# serial_adder

serial_adder/layer_met2.png
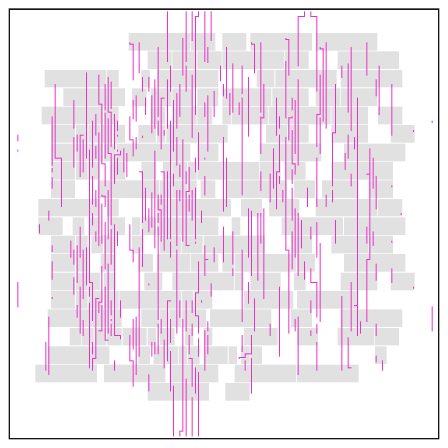
[config.mk]
export PLATFORM = sky130hd
export DESIGN_NAME = serial_adder
export DESIGN_NICKNAME = d
export VERILOG_FILES = /design/src/rtl/serial_adder.sv
export SDC_FILE = /design/constraint.sdc
export NUM_CORES = 1
export LEC_CHECK = 0
export CORE_MARGIN = 3
export CORE_UTILIZATION = 55
export DETAILED_ROUTE_END_ITERATION = 8
export GPL_TIMING_DRIVEN = 1
export PLACE_DENSITY = 0.83
export SYNTH_ARGS = -nofsm -noshare
export SYNTH_HDL_FRONTEND = slang
export SYNTH_SLANG_ARGS = --single-unit
[constraint.sdc]
create_clock -name clk -period 3.3 [get_ports clk]
set_input_delay 0.825 -clock clk [delete_from_list [all_inputs] [get_ports clk]]
set_output_delay 0.825 -clock clk [all_outputs]
set_load 0.005 [all_outputs]
[src/rtl/serial_adder.sv]
// serial_adder: bit-serial adder computing {cout, sum} = a + b + cin,
// LSB first, one bit per clock through a single full-adder cell.
//
// Ports:
//   clk      in   single clock, rising-edge active
//   reset_n  in   asynchronous active-low reset
//   start    in   add request, sampled only while idle
//   a, b     in   WIDTH-bit operands, captured on the accepting edge
//   cin      in   carry-in, captured on the accepting edge
//   busy     out  high while operand bits are being processed (WIDTH cycles)
//   done     out  one-cycle pulse when a result has just been loaded
//   sum      out  WIDTH-bit result of the last completed add
//   cout     out  carry-out of the last completed add
//
// Handshake: start is a level request. It is taken on any rising edge where
// the block is idle and start=1; operands are captured on that same edge.
// busy rises after that edge and stays high for WIDTH cycles. done then
// pulses for exactly one cycle, and sum/cout change only on the edge that
// raises done. start is ignored while busy or done is high. A start held high
// is taken again one idle cycle after done, so back-to-back adds repeat every
// WIDTH+2 cycles.
module serial_adder #(
    parameter int WIDTH = 8
) (
    input  logic             clk,
    input  logic             reset_n,
    input  logic             start,
    input  logic [WIDTH-1:0] a,
    input  logic [WIDTH-1:0] b,
    input  logic             cin,
    output logic             busy,
    output logic             done,
    output logic [WIDTH-1:0] sum,
    output logic             cout
);

    localparam int CW = $clog2(WIDTH);
    localparam logic [CW-1:0] LAST_BIT = CW'(WIDTH - 1);

    typedef enum logic [1:0] {
        IDLE  = 2'd0,
        SHIFT = 2'd1,
        DONE  = 2'd2
    } state_t;

    state_t           state;
    logic [WIDTH-1:0] a_sr;
    logic [WIDTH-1:0] b_sr;
    logic [WIDTH-1:0] partial;
    logic             carry;
    logic [CW-1:0]    cnt;

    // The one full-adder cell: current operand LSBs plus the carry register.
    logic bit_sum;
    logic bit_carry;

    always_comb begin
        bit_sum   = a_sr[0] ^ b_sr[0] ^ carry;
        bit_carry = (a_sr[0] & b_sr[0]) | (a_sr[0] & carry) | (b_sr[0] & carry);
    end

    always_ff @(posedge clk or negedge reset_n) begin
        if (!reset_n) begin
            state   <= IDLE;
            a_sr    <= '0;
            b_sr    <= '0;
            partial <= '0;
            carry   <= 1'b0;
            cnt     <= '0;
            busy    <= 1'b0;
            done    <= 1'b0;
            sum     <= '0;
            cout    <= 1'b0;
        end else begin
            case (state)
                IDLE: begin
                    if (start) begin
                        a_sr    <= a;
                        b_sr    <= b;
                        carry   <= cin;
                        partial <= '0;
                        cnt     <= '0;
                        busy    <= 1'b1;
                        state   <= SHIFT;
                    end
                end
                SHIFT: begin
                    // New bit enters at the MSB; after WIDTH shifts bit 0 of
                    // the result has walked down to position 0.
                    partial <= {bit_sum, partial[WIDTH-1:1]};
                    carry   <= bit_carry;
                    a_sr    <= a_sr >> 1;
                    b_sr    <= b_sr >> 1;
                    cnt     <= cnt + CW'(1);
                    if (cnt == LAST_BIT) begin
                        sum   <= {bit_sum, partial[WIDTH-1:1]};
                        cout  <= bit_carry;
                        busy  <= 1'b0;
                        done  <= 1'b1;
                        state <= DONE;
                    end
                end
                DONE: begin
                    done  <= 1'b0;
                    state <= IDLE;
                end
                default: begin
                    busy  <= 1'b0;
                    done  <= 1'b0;
                    state <= IDLE;
                end
            endcase
        end
    end

endmodule

==> flow_metrics.tcl <==
# flow metrics
set metrics [dict create \
    final-clk-cell-share_pct 3.708 \
    drc_errors 0 \
    crit_type "reg2out" \
    hold-path-endpoint "done" \
    setup_violations 0 \
    status "complete, no violations" \
    holdPathStages 2 \
    numPortBuffers 30 \
    p_comb_share_pct 36.8 \
    p_clk_share_pct 16.5 \
    seq_area_frac_synth_pct 55.67 \
    core_area_um2 3078 \
    top_area_share_pct 55.67 \
    flop_cell "dfrtp_1" \
    r2r_cells 3 \
    routed-wl-met3_um 190 \
    ys_cells 153 \
    worstPathRequired_ns 2.47 \
    cts_buffers 5 \
    clkLatencyLatePin_ns 0.34 \
    dr.first_iter.drc_count 103 \
    layout.cells.most_common "dfrtp_1" \
    top_area_cell "dfrtp_1" \
    place_ws_ns 0.9198 \
    ys_sh_aoi_pct 15.10 \
    dp_hpwl_um 2230 \
]
## Picture notes: serial_adder/layer_met2.png
- wire length on this layer: 1570 um
- nets with wire on the layer: 172
Routed WL: 3317 um
GR Util met2: 28.85%
via count: 1298

-- cells by family (layout without fill, tap and decap cells) --
logic type	Yosys count	count (layout)
simple gates	47	47
flops	40	40
fa+ha+maj	3	3
mux	10	10
buf+inv	15	41
compound gates	38	38
-- sequential cells by signal, summed over array words and instances, names as in the netlist --
| register | flops |
|---|---|
| sum | 8 |
| b_sr | 8 |
| busy | 1 |
| carry | 1 |
| a_sr | 8 |
| state | 2 |
| cnt | 3 |
| partial | 7 |
| cout | 1 |
| done | 1 |

# vga_timing_gen

===== config.mk =====
export PLATFORM = sky130hd
export DESIGN_NAME = vga_timing_gen
export DESIGN_NICKNAME = d
export VERILOG_FILES = /design/src/rtl/vga_timing_gen.sv
export SDC_FILE = /design/constraint.sdc
export NUM_CORES = 1
export LEC_CHECK = 0
export ABC_AREA = 1
export CAP_MARGIN = 20
export CELL_PAD_IN_SITES_DETAIL_PLACEMENT = 1
export CELL_PAD_IN_SITES_GLOBAL_PLACEMENT = 2
export CORE_UTILIZATION = 33
export CTS_CLUSTER_SIZE = 25
export DETAILED_ROUTE_END_ITERATION = 8
export GPL_TIMING_DRIVEN = 1
export PLACE_DENSITY_LB_ADDON = 0.1
export SYNTH_ARGS = -nofsm -noshare
export SYNTH_HDL_FRONTEND = slang
export SYNTH_SLANG_ARGS = --single-unit

===== constraint.sdc =====
create_clock -name clk -period 2.95 [get_ports clk]
set_clock_uncertainty 0.2 [all_clocks]
set_input_delay 0.295 -clock clk [delete_from_list [all_inputs] [get_ports clk]]
set_output_delay 0.295 -clock clk [all_outputs]
set_load 0.02 [all_outputs]

===== src/rtl/vga_timing_gen.sv =====
// VGA raster timing generator with a pixel-clock divider, sync/DE generation
// and four built-in test patterns. Outputs lag the raster counters by one pixel.
module vga_timing_gen #(
  parameter int   H_ACTIVE = 640,
  parameter int   H_FP     = 16,
  parameter int   H_SYNC   = 96,
  parameter int   H_BP     = 48,
  parameter int   V_ACTIVE = 480,
  parameter int   V_FP     = 10,
  parameter int   V_SYNC   = 2,
  parameter int   V_BP     = 33,
  parameter logic HS_POL   = 1'b0,
  parameter logic VS_POL   = 1'b0,
  parameter int   PIX_DIV  = 2,
  parameter int   COLOR_W  = 4,
  parameter int   CNT_W    = 12
) (
  input  logic                 clk,
  input  logic                 rst_n,
  input  logic [1:0]           mode,
  input  logic [CNT_W-1:0]     line_col,
  output logic                 vga_hs,
  output logic                 vga_vs,
  output logic                 vga_de,
  output logic [3*COLOR_W-1:0] vga_o,
  output logic [CNT_W-1:0]     pix_x,
  output logic [CNT_W-1:0]     pix_y,
  output logic                 sof,
  output logic [7:0]           frame_cnt
);
  localparam int H_TOTAL = H_ACTIVE + H_FP + H_SYNC + H_BP;
  localparam int V_TOTAL = V_ACTIVE + V_FP + V_SYNC + V_BP;
  localparam logic [CNT_W-1:0] H_LAST = CNT_W'(H_TOTAL - 1);
  localparam logic [CNT_W-1:0] V_LAST = CNT_W'(V_TOTAL - 1);
  localparam logic [CNT_W-1:0] H_ACT  = CNT_W'(H_ACTIVE);
  localparam logic [CNT_W-1:0] V_ACT  = CNT_W'(V_ACTIVE);
  localparam logic [CNT_W-1:0] HS_BEG = CNT_W'(H_ACTIVE + H_FP);
  localparam logic [CNT_W-1:0] HS_END = CNT_W'(H_ACTIVE + H_FP + H_SYNC);
  localparam logic [CNT_W-1:0] VS_BEG = CNT_W'(V_ACTIVE + V_FP);
  localparam logic [CNT_W-1:0] VS_END = CNT_W'(V_ACTIVE + V_FP + V_SYNC);
  localparam logic [CNT_W-1:0] BAR_W  = CNT_W'(H_ACTIVE / 8);
  localparam logic [3:0]       DIV_LAST = 4'(PIX_DIV - 1);

  logic [3:0]           r_div;
  logic [CNT_W-1:0]     r_hcnt, r_vcnt, r_line_col_q, r_pix_x, r_pix_y;
  logic [1:0]           r_mode_q;
  logic [7:0]           r_frame_cnt;
  logic                 r_sof, r_hs, r_vs, r_de;
  logic [3*COLOR_W-1:0] r_rgb;

  logic                 w_pe, w_h_last, w_v_last, w_frame_end, w_de;
  logic [2:0]           w_bar;
  logic [COLOR_W-1:0]   w_flat;
  logic [3*COLOR_W-1:0] w_rgb;

  assign w_pe        = (r_div == DIV_LAST);
  assign w_h_last    = (r_hcnt == H_LAST);
  assign w_v_last    = (r_vcnt == V_LAST);
  assign w_frame_end = w_pe & w_h_last & w_v_last;
  assign w_de        = (r_hcnt < H_ACT) && (r_vcnt < V_ACT);
  assign w_bar       = 3'(r_hcnt / BAR_W);

  generate
    if (COLOR_W <= 8) begin : g_flat_narrow
      assign w_flat = r_frame_cnt[7 -: COLOR_W];
    end else begin : g_flat_wide
      assign w_flat = {{(COLOR_W-8){1'b0}}, r_frame_cnt};
    end
  endgenerate

  always_comb begin
    w_rgb = '0;
    case (r_mode_q)
      2'd0: if (r_hcnt == r_line_col_q && r_line_col_q < H_ACT)
              w_rgb = {{COLOR_W{1'b1}}, {(2*COLOR_W){1'b0}}};
      2'd1: w_rgb = {{COLOR_W{w_bar[2]}}, {COLOR_W{w_bar[1]}}, {COLOR_W{w_bar[0]}}};
      2'd2: if (r_hcnt[4:0] == 5'd0 || r_vcnt[4:0] == 5'd0) w_rgb = '1;
      default: w_rgb = {3{w_flat}};
    endcase
  end

  always_ff @(posedge clk or negedge rst_n) begin
    if (!rst_n) r_div <= '0;
    else        r_div <= w_pe ? '0 : r_div + 4'd1;
  end

  always_ff @(posedge clk or negedge rst_n) begin
    if (!rst_n) begin
      r_hcnt <= '0;
      r_vcnt <= '0;
    end else if (w_pe) begin
      r_hcnt <= w_h_last ? '0 : r_hcnt + 1'b1;
      if (w_h_last) r_vcnt <= w_v_last ? '0 : r_vcnt + 1'b1;
    end
  end

  // Pattern controls only change at the frame boundary so a frame is never torn.
  always_ff @(posedge clk or negedge rst_n) begin
    if (!rst_n) begin
      r_sof        <= 1'b0;
      r_mode_q     <= '0;
      r_line_col_q <= '0;
      r_frame_cnt  <= '0;
    end else begin
      r_sof <= w_frame_end;
      if (w_frame_end) begin
        r_mode_q     <= mode;
        r_line_col_q <= line_col;
        r_frame_cnt  <= r_frame_cnt + 8'd1;
      end
    end
  end

  always_ff @(posedge clk or negedge rst_n) begin
    if (!rst_n) begin
      r_hs    <= ~HS_POL;
      r_vs    <= ~VS_POL;
      r_de    <= 1'b0;
      r_rgb   <= '0;
      r_pix_x <= '0;
      r_pix_y <= '0;
    end else if (w_pe) begin
      r_hs  <= (r_hcnt >= HS_BEG && r_hcnt < HS_END) ? HS_POL : ~HS_POL;
      r_vs  <= (r_vcnt >= VS_BEG && r_vcnt < VS_END) ? VS_POL : ~VS_POL;
      r_de  <= w_de;
      r_rgb <= w_de ? w_rgb : '0;
      if (w_de) begin
        r_pix_x <= r_hcnt;
        r_pix_y <= r_vcnt;
      end
    end
  end

  assign vga_hs    = r_hs;
  assign vga_vs    = r_vs;
  assign vga_de    = r_de;
  assign vga_o     = r_rgb;
  assign pix_x     = r_pix_x;
  assign pix_y     = r_pix_y;
  assign sof       = r_sof;
  assign frame_cnt = r_frame_cnt;
endmodule


vga_timing_gen/io_fan.png
Bar = 20 um.
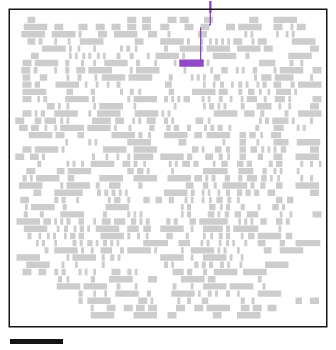
- purple: vga_de (bits 1; direction output; edge north; end cells 1; buffers 1; wire 19.3 um)
IO Pins: 64
number of port buffers: 63

vga_timing_gen/congestion.png
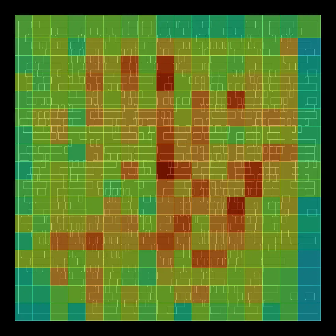
most heavily used metal layer in global routing: met2
GR Util met3: 4.406%
GR Util met2: 33.14%

## metrics by stage
stage	utilization (%)	hold slack, ns	area, um2	instances	setup TNS (ns)
3_5_place_dp	40.55	0.1767	5413	777	0
4_1_cts	43.01	0.2742	5741	794	0
6_report	44.26	0.2654	5908	806	0
2_1_floorplan	-	-0.2006	4542	536	0
3_3_place_gp	40.55	0.1598	5413	777	0
5_1_grt	44.26	0.2985	5908	806	-0.07655
## power breakdown
part           internal (uW)  leakage [uW]  switching [uW]
Clock                    750      0.000151             512
Sequential              1250       0.00115            16.0
Combinational           52.0       0.00153            66.2
Total                   2060       0.00284             594
==> flow_metrics.tcl <==
# flow metrics
set metrics [dict create \
    wl_met1_um 6020 \
    ys_sh_adder_pct 1.377 \
    nMultiInputCombCells 358 \
    path_common_cell "nand2_1" \
    cts_setup_buffers 0 \
    yosys.area_share.simple_pct 26.28 \
    place_ws_ns 0.08887 \
    largest_cell_class "sequential cells" \
    buffers 95 \
    die_area_um2 14240 \
    sh_seq_area_pct 38.23 \
    cts_buffers 9 \
    combGateArea_um2 1949 \
    ant_nets 0 \
    first_pass_iters 4 \
    slew_viol_final 0 \
    power_density_nw_per_um2 448.6 \
    logic_family "simple AND/OR/NAND/NOR gates" \
    regToRegEndpoint "vga_o[3]" \
    ff_latch_area_um2 2258 \
    dr.first_iter.drc_count 153 \
    dp_hpwl_um 9807 \
    maxCapViolCount 0 \
    crit_type "reg2reg" \
    die_x_um 119.3 \
    synth_area_um2 4542 \
    synth-async-reset-ratio_pct 100.0 \
    hold_start "pix_y[10]" \
    fp_nets 557 \
    crit_path_start "r_hcnt[9]" \
    ys_chip_area_um2 4542 \
    fillers 1566 \
    highest_layer "met4" \
    grt_util_all_layers_pct 19.70 \
    clkbuf_count 11 \
    num-nonclk-inverters 71 \
    r2r_cells 25 \
    nets 646 \
    endpoint_kind "flip-flop" \
    status "complete, no violations" \
    wl_met2_um 6479 \
    startpoint_type "flip-flop" \
    antenna_found_initial 0 \
    gp_congestion 0.8140 \
    holdPathStages 2 \
]

# data_mover_wr

## src/rtl/data_mover_wr.sv

```systemverilog
`default_nettype none
// ============================================================================
// Module      : data_mover_wr
// Description : Byte-stream to BRAM writer. Packs PACK input bytes
//               little-endian into one DWIDTH word and writes a run of
//               words starting at a latched base address (wrapping).
// Revision    : 1.0 - initial release
// ============================================================================
module data_mover_wr #(
  parameter int D_BW   = 8,
  parameter int AWIDTH = 6,
  parameter int DWIDTH = 32
) (
  input  logic              clk,
  input  logic              rst,
  input  logic              i_run,
  input  logic [AWIDTH-1:0] i_base_addr,
  input  logic [AWIDTH:0]   i_num_words,
  input  logic              i_valid,
  input  logic [D_BW-1:0]   i_data,
  output logic              o_ready,
  output logic              o_ce,
  output logic              o_we,
  output logic [AWIDTH-1:0] o_addr,
  output logic [DWIDTH-1:0] o_wdata,
  output logic              o_idle,
  output logic              o_running,
  output logic              o_done
);

  localparam int PACK = DWIDTH / D_BW;
  localparam int BCW  = (PACK > 1) ? $clog2(PACK) : 1;

  typedef enum logic [1:0] {
    S_IDLE  = 2'd0,
    S_RUN   = 2'd1,
    S_DRAIN = 2'd2,
    S_DONE  = 2'd3
  } state_t;

  state_t            state;
  state_t            state_nxt;
  logic [BCW-1:0]    byte_cnt;
  logic [AWIDTH:0]   word_cnt;
  logic [AWIDTH:0]   num_words;
  logic [AWIDTH-1:0] base_addr;
  logic [DWIDTH-1:0] pack;
  logic [DWIDTH-1:0] word_nxt;
  logic              start;
  logic              accept;
  logic              last_byte;
  logic              final_byte;

  assign start      = (state == S_IDLE) && i_run;
  assign o_ready    = (state == S_RUN);
  assign accept     = i_valid && o_ready;
  assign last_byte  = accept && (byte_cnt == BCW'(PACK - 1));
  // The word counter is one bit wider than the address so a full 2^AWIDTH run can end.
  assign final_byte = last_byte && ((word_cnt + 1'b1) == num_words);

  assign o_idle    = (state == S_IDLE);
  assign o_running = (state == S_RUN) || (state == S_DRAIN);
  assign o_done    = (state == S_DONE);

  // Insert the incoming byte into its little-endian slot of the pack register.
  always_comb begin
    word_nxt = pack;
    for (int k = 0; k < PACK; k++) begin
      if (byte_cnt == BCW'(k)) begin
        word_nxt[k*D_BW +: D_BW] = i_data;
      end
    end
  end

  // State register.
  always_ff @(posedge clk) begin
    if (rst) begin
      state <= S_IDLE;
    end else begin
      state <= state_nxt;
    end
  end

  // Next-state logic; a zero-length request completes without entering RUN.
  always_comb begin
    state_nxt = state;
    case (state)
      S_IDLE:  if (i_run) state_nxt = (i_num_words == '0) ? S_DONE : S_RUN;
      S_RUN:   if (final_byte) state_nxt = S_DRAIN;
      S_DRAIN: state_nxt = S_DONE;
      S_DONE:  state_nxt = S_IDLE;
      default: state_nxt = S_IDLE;
    endcase
  end

  // Datapath: latch the request, pack bytes, and register one write per full word.
  // Reset clears the registered write strobe, so a pending write never escapes.
  always_ff @(posedge clk) begin
    if (rst) begin
      base_addr <= '0;
      num_words <= '0;
      byte_cnt  <= '0;
      word_cnt  <= '0;
      pack      <= '0;
      o_ce      <= 1'b0;
      o_we      <= 1'b0;
      o_addr    <= '0;
      o_wdata   <= '0;
    end else begin
      o_ce <= 1'b0;
      o_we <= 1'b0;
      if (start) begin
        base_addr <= i_base_addr;
        num_words <= i_num_words;
        byte_cnt  <= '0;
        word_cnt  <= '0;
        pack      <= '0;
      end else if (accept) begin
        pack <= word_nxt;
        if (last_byte) begin
          byte_cnt <= '0;
          word_cnt <= word_cnt + 1'b1;
          o_ce     <= 1'b1;
          o_we     <= 1'b1;
          o_addr   <= base_addr + word_cnt[AWIDTH-1:0];
          o_wdata  <= word_nxt;
        end else begin
          byte_cnt <= byte_cnt + 1'b1;
        end
      end
    end
  end

endmodule
`default_nettype wire

```

## config.mk

```make
export PLATFORM = sky130hd
export DESIGN_NAME = data_mover_wr
export DESIGN_NICKNAME = d
export VERILOG_FILES = /design/src/rtl/data_mover_wr.sv
export SDC_FILE = /design/constraint.sdc
export NUM_CORES = 1
export LEC_CHECK = 0
export CAP_MARGIN = 20
export CORE_MARGIN = 10
export CORE_UTILIZATION = 40
export DETAILED_ROUTE_END_ITERATION = 10
export SYNTH_ARGS = -nofsm -noshare
export SYNTH_HDL_FRONTEND = slang
export SYNTH_SLANG_ARGS = --single-unit
```

## constraint.sdc

```tcl
create_clock -name clk -period 2.6 [get_ports clk]
set_input_delay 0.39 -clock clk [delete_from_list [all_inputs] [get_ports clk]]
set_output_delay 0.39 -clock clk [all_outputs]
set_load 0.01 [all_outputs]
```

data_mover_wr/flops_by_reg.png
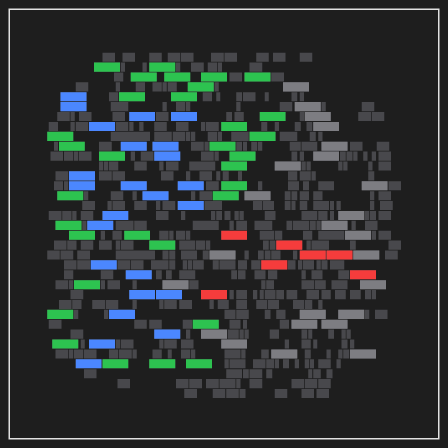
- blue: pack (placed flops 24)
- red: word_cnt (placed flops 7)
- green: o_wdata (placed flops 32)
- not coloured: 24
flop share of the area: 35.87%
fin util: 52.30%

==> flow_metrics.tcl <==
# flow metrics
set metrics [dict create \
    cts.path.max_buffers 2 \
    wl_met1_um 4365 \
    ys_sh_aoi_pct 11.57 \
    total_power_uw 3141 \
    wl_met2_um 4360 \
    gp_congestion 0.8462 \
    worstPathRequired_ns 2.86 \
    largestPowerGroup "registers" \
    seq_area_frac_synth_pct 45.61 \
    ys_sh_mux_pct 12.88 \
    path_cells "ha_1 -> nand3_2 -> or3_1 -> a21oi_1 -> or4b_1 -> a221oi_1" \
    switchingPower_uw 905.4 \
    r2r_cells 6 \
    final_cell_mix "dfxtp_1 (87), clkdlybuf4s50_1 (67), nor2_1 (61)" \
    final-clk-cell-share_pct 4.509 \
    status "complete, no violations" \
    htreeDepth 3 \
    swShare_pct 28.82 \
    fin_skew_ns 0.01044 \
    clkLatencyLatePin_ns 0.35 \
    buffers 80 \
    grt-busiest-layer "met2" \
    routed-wl-met3_um 502 \
    grt_util_all_layers_pct 13.62 \
    routed_wl_um 9259 \
    core_area_um2 9284 \
    crit_path_start "word_cnt[0]" \
    path_depth 6 \
    maxCapViolCount 0 \
    combGateArea_um2 1913 \
    grt_start_max_net_pins 40 \
    cpPeakStageDelay_ns 0.47 \
    cp_slowest_cell "or4b_1" \
    viasPerCell 4.853 \
    path_buffers 0 \
    dr.first_iter.drc_count 114 \
]
==> stage by stage <==
stage	hold WS, ns	std cells	area, um2
after detailed placement	0.4506	603	4637
final	0.4313	619	4856
after global placement	0.4450	603	4637
after global routing	0.4353	619	4856
after floorplan	0.4400	430	3819
after CTS	0.4219	619	4856
==> sequential cells by signal, summed over array words and instances (netlist names) <==
register,count
byte_cnt,2
o_we,1
o_wdata,32
num_words,7
state,2
o_addr,6
word_cnt,7
pack,24
base_addr,6

# fetch_ctrl

fetch_ctrl/flops_by_reg.png
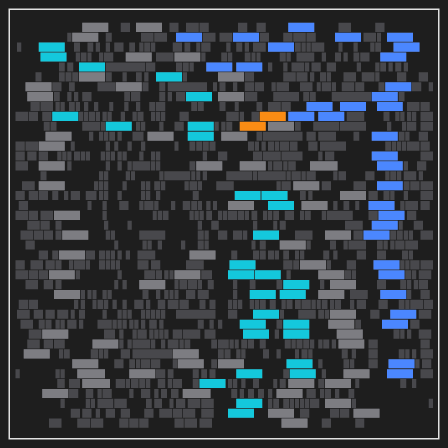
fetch_ctrl/layer_met1.png
Supply wires on this layer in grey.
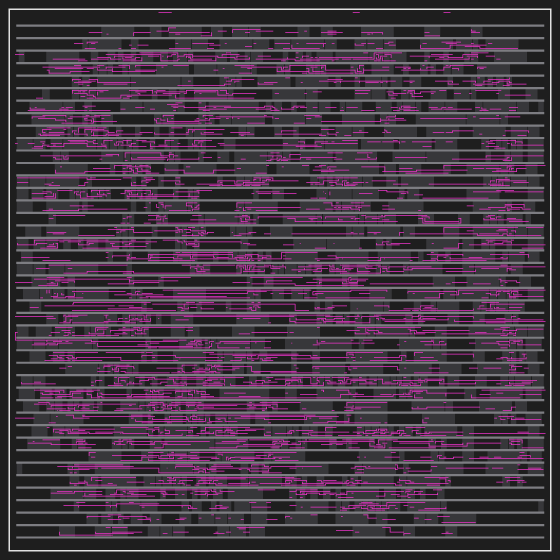
--- src/rtl/fetch_ctrl_pkg.sv ---
// Shared widths, reset PC, PC increment and FSM encoding for the instruction-fetch sequencer.
package fetch_ctrl_pkg;

    localparam int ADDR_WIDTH  = 32;
    localparam int INSTR_WIDTH = 32;
    localparam logic [31:0] RESET_PC_DEFAULT = 32'h0000_0000;
    localparam int PC_INCR = 4;

    typedef enum logic [1:0] {
        IDLE = 2'd0,
        REQ  = 2'd1,
        WAIT = 2'd2
    } fetch_state_e;

endpackage

--- src/rtl/fetch_buf.sv ---
// One-entry holding register between instruction memory and decode.
// Flush beats fill, and fill beats drain, so a same-edge fill and drain keeps the new entry.
module fetch_buf
    import fetch_ctrl_pkg::*;
#(
    parameter int AddrWidth  = ADDR_WIDTH,
    parameter int InstrWidth = INSTR_WIDTH
) (
    input  logic                  clk,
    input  logic                  reset,
    input  logic                  fill,
    input  logic                  drain,
    input  logic                  flush,
    input  logic [InstrWidth-1:0] fill_instr,
    input  logic [AddrWidth-1:0]  fill_pc,
    output logic                  valid,
    output logic [InstrWidth-1:0] instr,
    output logic [AddrWidth-1:0]  pc
);

    logic                  valid_q, valid_d;
    logic [InstrWidth-1:0] instr_q, instr_d;
    logic [AddrWidth-1:0]  pc_q, pc_d;

    always_comb begin
        valid_d = valid_q;
        instr_d = instr_q;
        pc_d    = pc_q;
        if (flush) begin
            valid_d = 1'b0;
        end else if (fill) begin
            valid_d = 1'b1;
            instr_d = fill_instr;
            pc_d    = fill_pc;
        end else if (drain) begin
            valid_d = 1'b0;
        end
    end

    always_ff @(posedge clk) begin
        if (reset) begin
            valid_q <= 1'b0;
            instr_q <= '0;
            pc_q    <= '0;
        end else begin
            valid_q <= valid_d;
            instr_q <= instr_d;
            pc_q    <= pc_d;
        end
    end

    assign valid = valid_q;
    assign instr = instr_q;
    assign pc    = pc_q;

endmodule

--- src/rtl/fetch_ctrl.sv ---
// Instruction-fetch sequencer: owns the fetch PC, keeps at most one memory request
// outstanding, and discards responses that a redirect has made stale.
module fetch_ctrl
    import fetch_ctrl_pkg::*;
#(
    parameter int AddrWidth  = ADDR_WIDTH,
    parameter int InstrWidth = INSTR_WIDTH,
    parameter logic [AddrWidth-1:0] RESET_PC = AddrWidth'(RESET_PC_DEFAULT)
) (
    input  logic                  clk,
    input  logic                  reset,
    output logic                  imem_req_valid,
    input  logic                  imem_req_ready,
    output logic [AddrWidth-1:0]  imem_req_addr,
    input  logic                  imem_rsp_valid,
    output logic                  imem_rsp_ready,
    input  logic [InstrWidth-1:0] imem_rsp_instr,
    output logic                  if_valid,
    input  logic                  if_ready,
    output logic [InstrWidth-1:0] if_instr,
    output logic [AddrWidth-1:0]  if_pc,
    input  logic                  redirect,
    input  logic [AddrWidth-1:0]  redirect_pc
);

    fetch_state_e         state_q, state_d;
    logic [AddrWidth-1:0] fpc_q, fpc_d;
    logic [AddrWidth-1:0] inflight_pc_q, inflight_pc_d;
    logic [AddrWidth-1:0] req_addr_q, req_addr_d;
    logic                 kill_q, kill_d;
    logic                 req_valid_q, req_valid_d;
    logic                 req_fire, rsp_fire, buf_fill, buf_valid;

    assign imem_rsp_ready = kill_q | ~buf_valid | if_ready;
    assign req_fire       = req_valid_q & imem_req_ready;
    assign rsp_fire       = (state_q == WAIT) & imem_rsp_valid & imem_rsp_ready;
    assign buf_fill       = rsp_fire & ~kill_q & ~redirect;

    always_comb begin
        state_d       = state_q;
        fpc_d         = fpc_q;
        inflight_pc_d = inflight_pc_q;
        kill_d        = kill_q;
        case (state_q)
            IDLE: state_d = REQ;
            REQ: begin
                if (req_fire) begin
                    inflight_pc_d = fpc_q;
                    fpc_d         = fpc_q + AddrWidth'(PC_INCR);
                    state_d       = WAIT;
                end
            end
            WAIT: begin
                if (rsp_fire) begin
                    kill_d  = 1'b0;
                    state_d = REQ;
                end
            end
            default: state_d = IDLE;
        endcase
        // A redirect that leaves a request outstanding marks its eventual response stale.
        if (redirect) begin
            fpc_d = redirect_pc & ~AddrWidth'(3);
            if (state_d == WAIT) begin
                kill_d = 1'b1;
            end
        end
        req_valid_d = (state_d == REQ);
        req_addr_d  = fpc_d;
    end

    always_ff @(posedge clk) begin
        if (reset) begin
            state_q       <= IDLE;
            fpc_q         <= RESET_PC;
            inflight_pc_q <= '0;
            kill_q        <= 1'b0;
            req_valid_q   <= 1'b0;
            req_addr_q    <= RESET_PC;
        end else begin
            state_q       <= state_d;
            fpc_q         <= fpc_d;
            inflight_pc_q <= inflight_pc_d;
            kill_q        <= kill_d;
            req_valid_q   <= req_valid_d;
            req_addr_q    <= req_addr_d;
        end
    end

    assign imem_req_valid = req_valid_q;
    assign imem_req_addr  = req_addr_q;
    assign if_valid       = buf_valid;

    fetch_buf #(
        .AddrWidth  (AddrWidth),
        .InstrWidth (InstrWidth)
    ) u_buf (
        .clk        (clk),
        .reset      (reset),
        .fill       (buf_fill),
        .drain      (if_ready),
        .flush      (redirect),
        .fill_instr (imem_rsp_instr),
        .fill_pc    (inflight_pc_q),
        .valid      (buf_valid),
        .instr      (if_instr),
        .pc         (if_pc)
    );

endmodule

--- config.mk ---
export PLATFORM = sky130hd
export DESIGN_NAME = fetch_ctrl
export DESIGN_NICKNAME = d
export VERILOG_FILES = /design/src/rtl/fetch_ctrl_pkg.sv /design/src/rtl/fetch_buf.sv /design/src/rtl/fetch_ctrl.sv
export SDC_FILE = /design/constraint.sdc
export NUM_CORES = 1
export LEC_CHECK = 0
export ABC_AREA = 1
export CAP_MARGIN = 20
export CORE_MARGIN = 1
export CORE_UTILIZATION = 40
export CTS_BUF_LIST = sky130_fd_sc_hd__clkbuf_2 sky130_fd_sc_hd__clkbuf_4 sky130_fd_sc_hd__clkbuf_8
export DETAILED_ROUTE_END_ITERATION = 7
export PLACE_DENSITY_LB_ADDON = 0.12
export SLEW_MARGIN = 15
export SYNTH_ARGS = -nofsm -noshare
export SYNTH_HDL_FRONTEND = slang
export SYNTH_SLANG_ARGS = --single-unit
--- constraint.sdc ---
create_clock -name clk -period 1.8 [get_ports clk]
set_input_delay 0.36 -clock clk [delete_from_list [all_inputs] [get_ports clk]]
set_output_delay 0.36 -clock clk [all_outputs]
set_load 0.05 [all_outputs]
==> flow_metrics.tcl <==
# flow metrics
set metrics [dict create \
    status "complete, no violations" \
    ctsResizeCount 0 \
    wl_met2_um 7569 \
    path_buffers 3 \
    top_cell "nand2_1" \
    cp_slowest_cell "clkdlybuf4s50_1" \
    highest_layer "met4" \
    fin_skew_ns 0.008873 \
    vdd_drop_max_v 0.0004100 \
    num_tap_cells 172 \
    fin_tns_setup_ns 0 \
    crit_type "in2out" \
    layout.cells.most_common "nand2_1" \
    ys_sh_xor_pct 2.128 \
    synthCells 745 \
    final_cell_mix "nand2_1 (242), buf_4 (125), dfxtp_1 (123)" \
    finalWorstSetupSlack_ns 0.1149 \
    crit_path_start "if_ready" \
    die_area_um2 13840 \
    p_comb_share_pct 11.3 \
    comb_area_share_pct 32.40 \
    ys_sh_mux_pct 0 \
    ff2ff_setup_slack_ns 0.19 \
    grt_use_met2_pct 38.49 \
    cts.sink_count 127 \
    crit_family "buffers and inverters" \
    clock.fmax_mhz 593.4 \
    drc_errors 0 \
]
Notes on fetch_ctrl/flops_by_reg.png above:
- orange: state_q (placed flops 2)
- cyan: inflight_pc_q (placed flops 30)
- blue: u_buf.instr (placed flops 32)
fin util: 59.41%
Flop+latch power: 2980 uW
flop share of the area: 33.43%
FF/Latch Area: 2547 um2

Notes on fetch_ctrl/layer_met1.png above:
- nets with wire on the layer: 890
- longest straight run: 52.0 um
via count: 5488
Routed WL: 15690 um

-- sequential cells by signal (all words and copies together) (netlist names) --
register,flops
u_buf.instr,32
imem_req_addr,30
inflight_pc_q,30
u_buf.pc,30
state_q,2
imem_req_valid,1
kill_q,1
u_buf.valid,1
-- logic make-up (layout without fill, tap and decap cells) --
group,Yosys count,in the layout
AND/OR/NAND/NOR,355,355
AND-OR/OR-AND,168,168
flip-flops,127,127
buffers and inverters,80,268
XOR/XNOR,13,13
adder cells (fa/ha/maj),1,1
other,1,4


==> screenshots <==
The metal 1 layer.
Supply wires on this layer in grey.
image #1
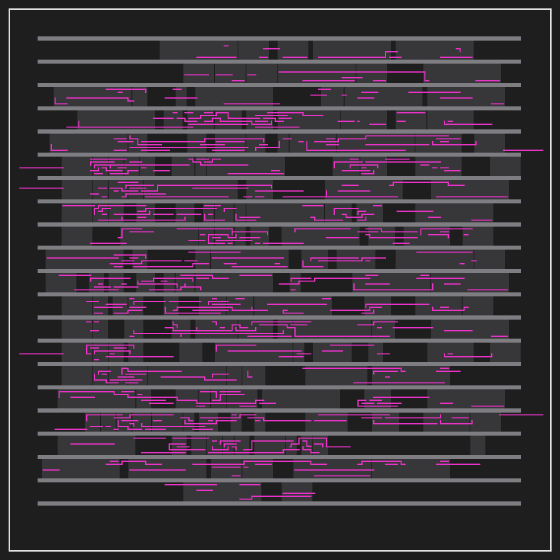
image #2
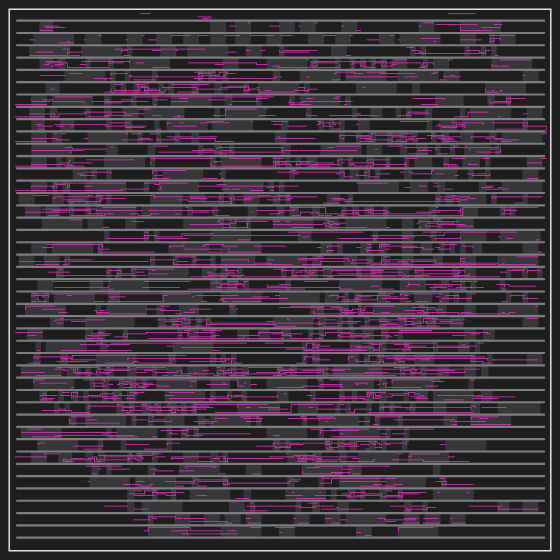
image #3
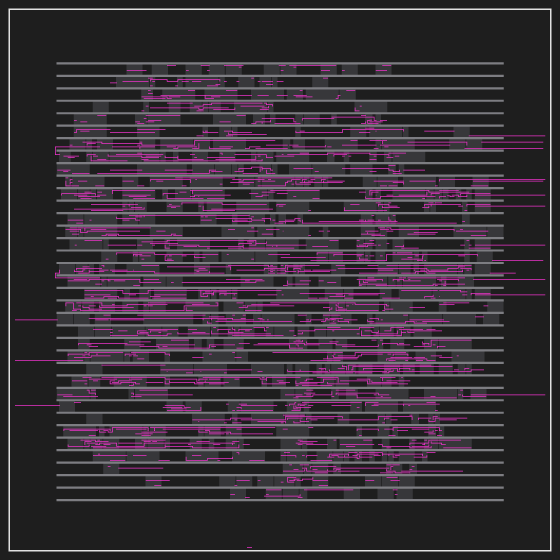
| picture | from |
|---|---|
| image #2 | vga_timing_gen |
| image #3 | data_mover_wr |
| image #1 | serial_adder |

Key to image #2:
- main direction: horizontal
- longest straight run: 35.9 um

Power and IR drop assume default switching activity.
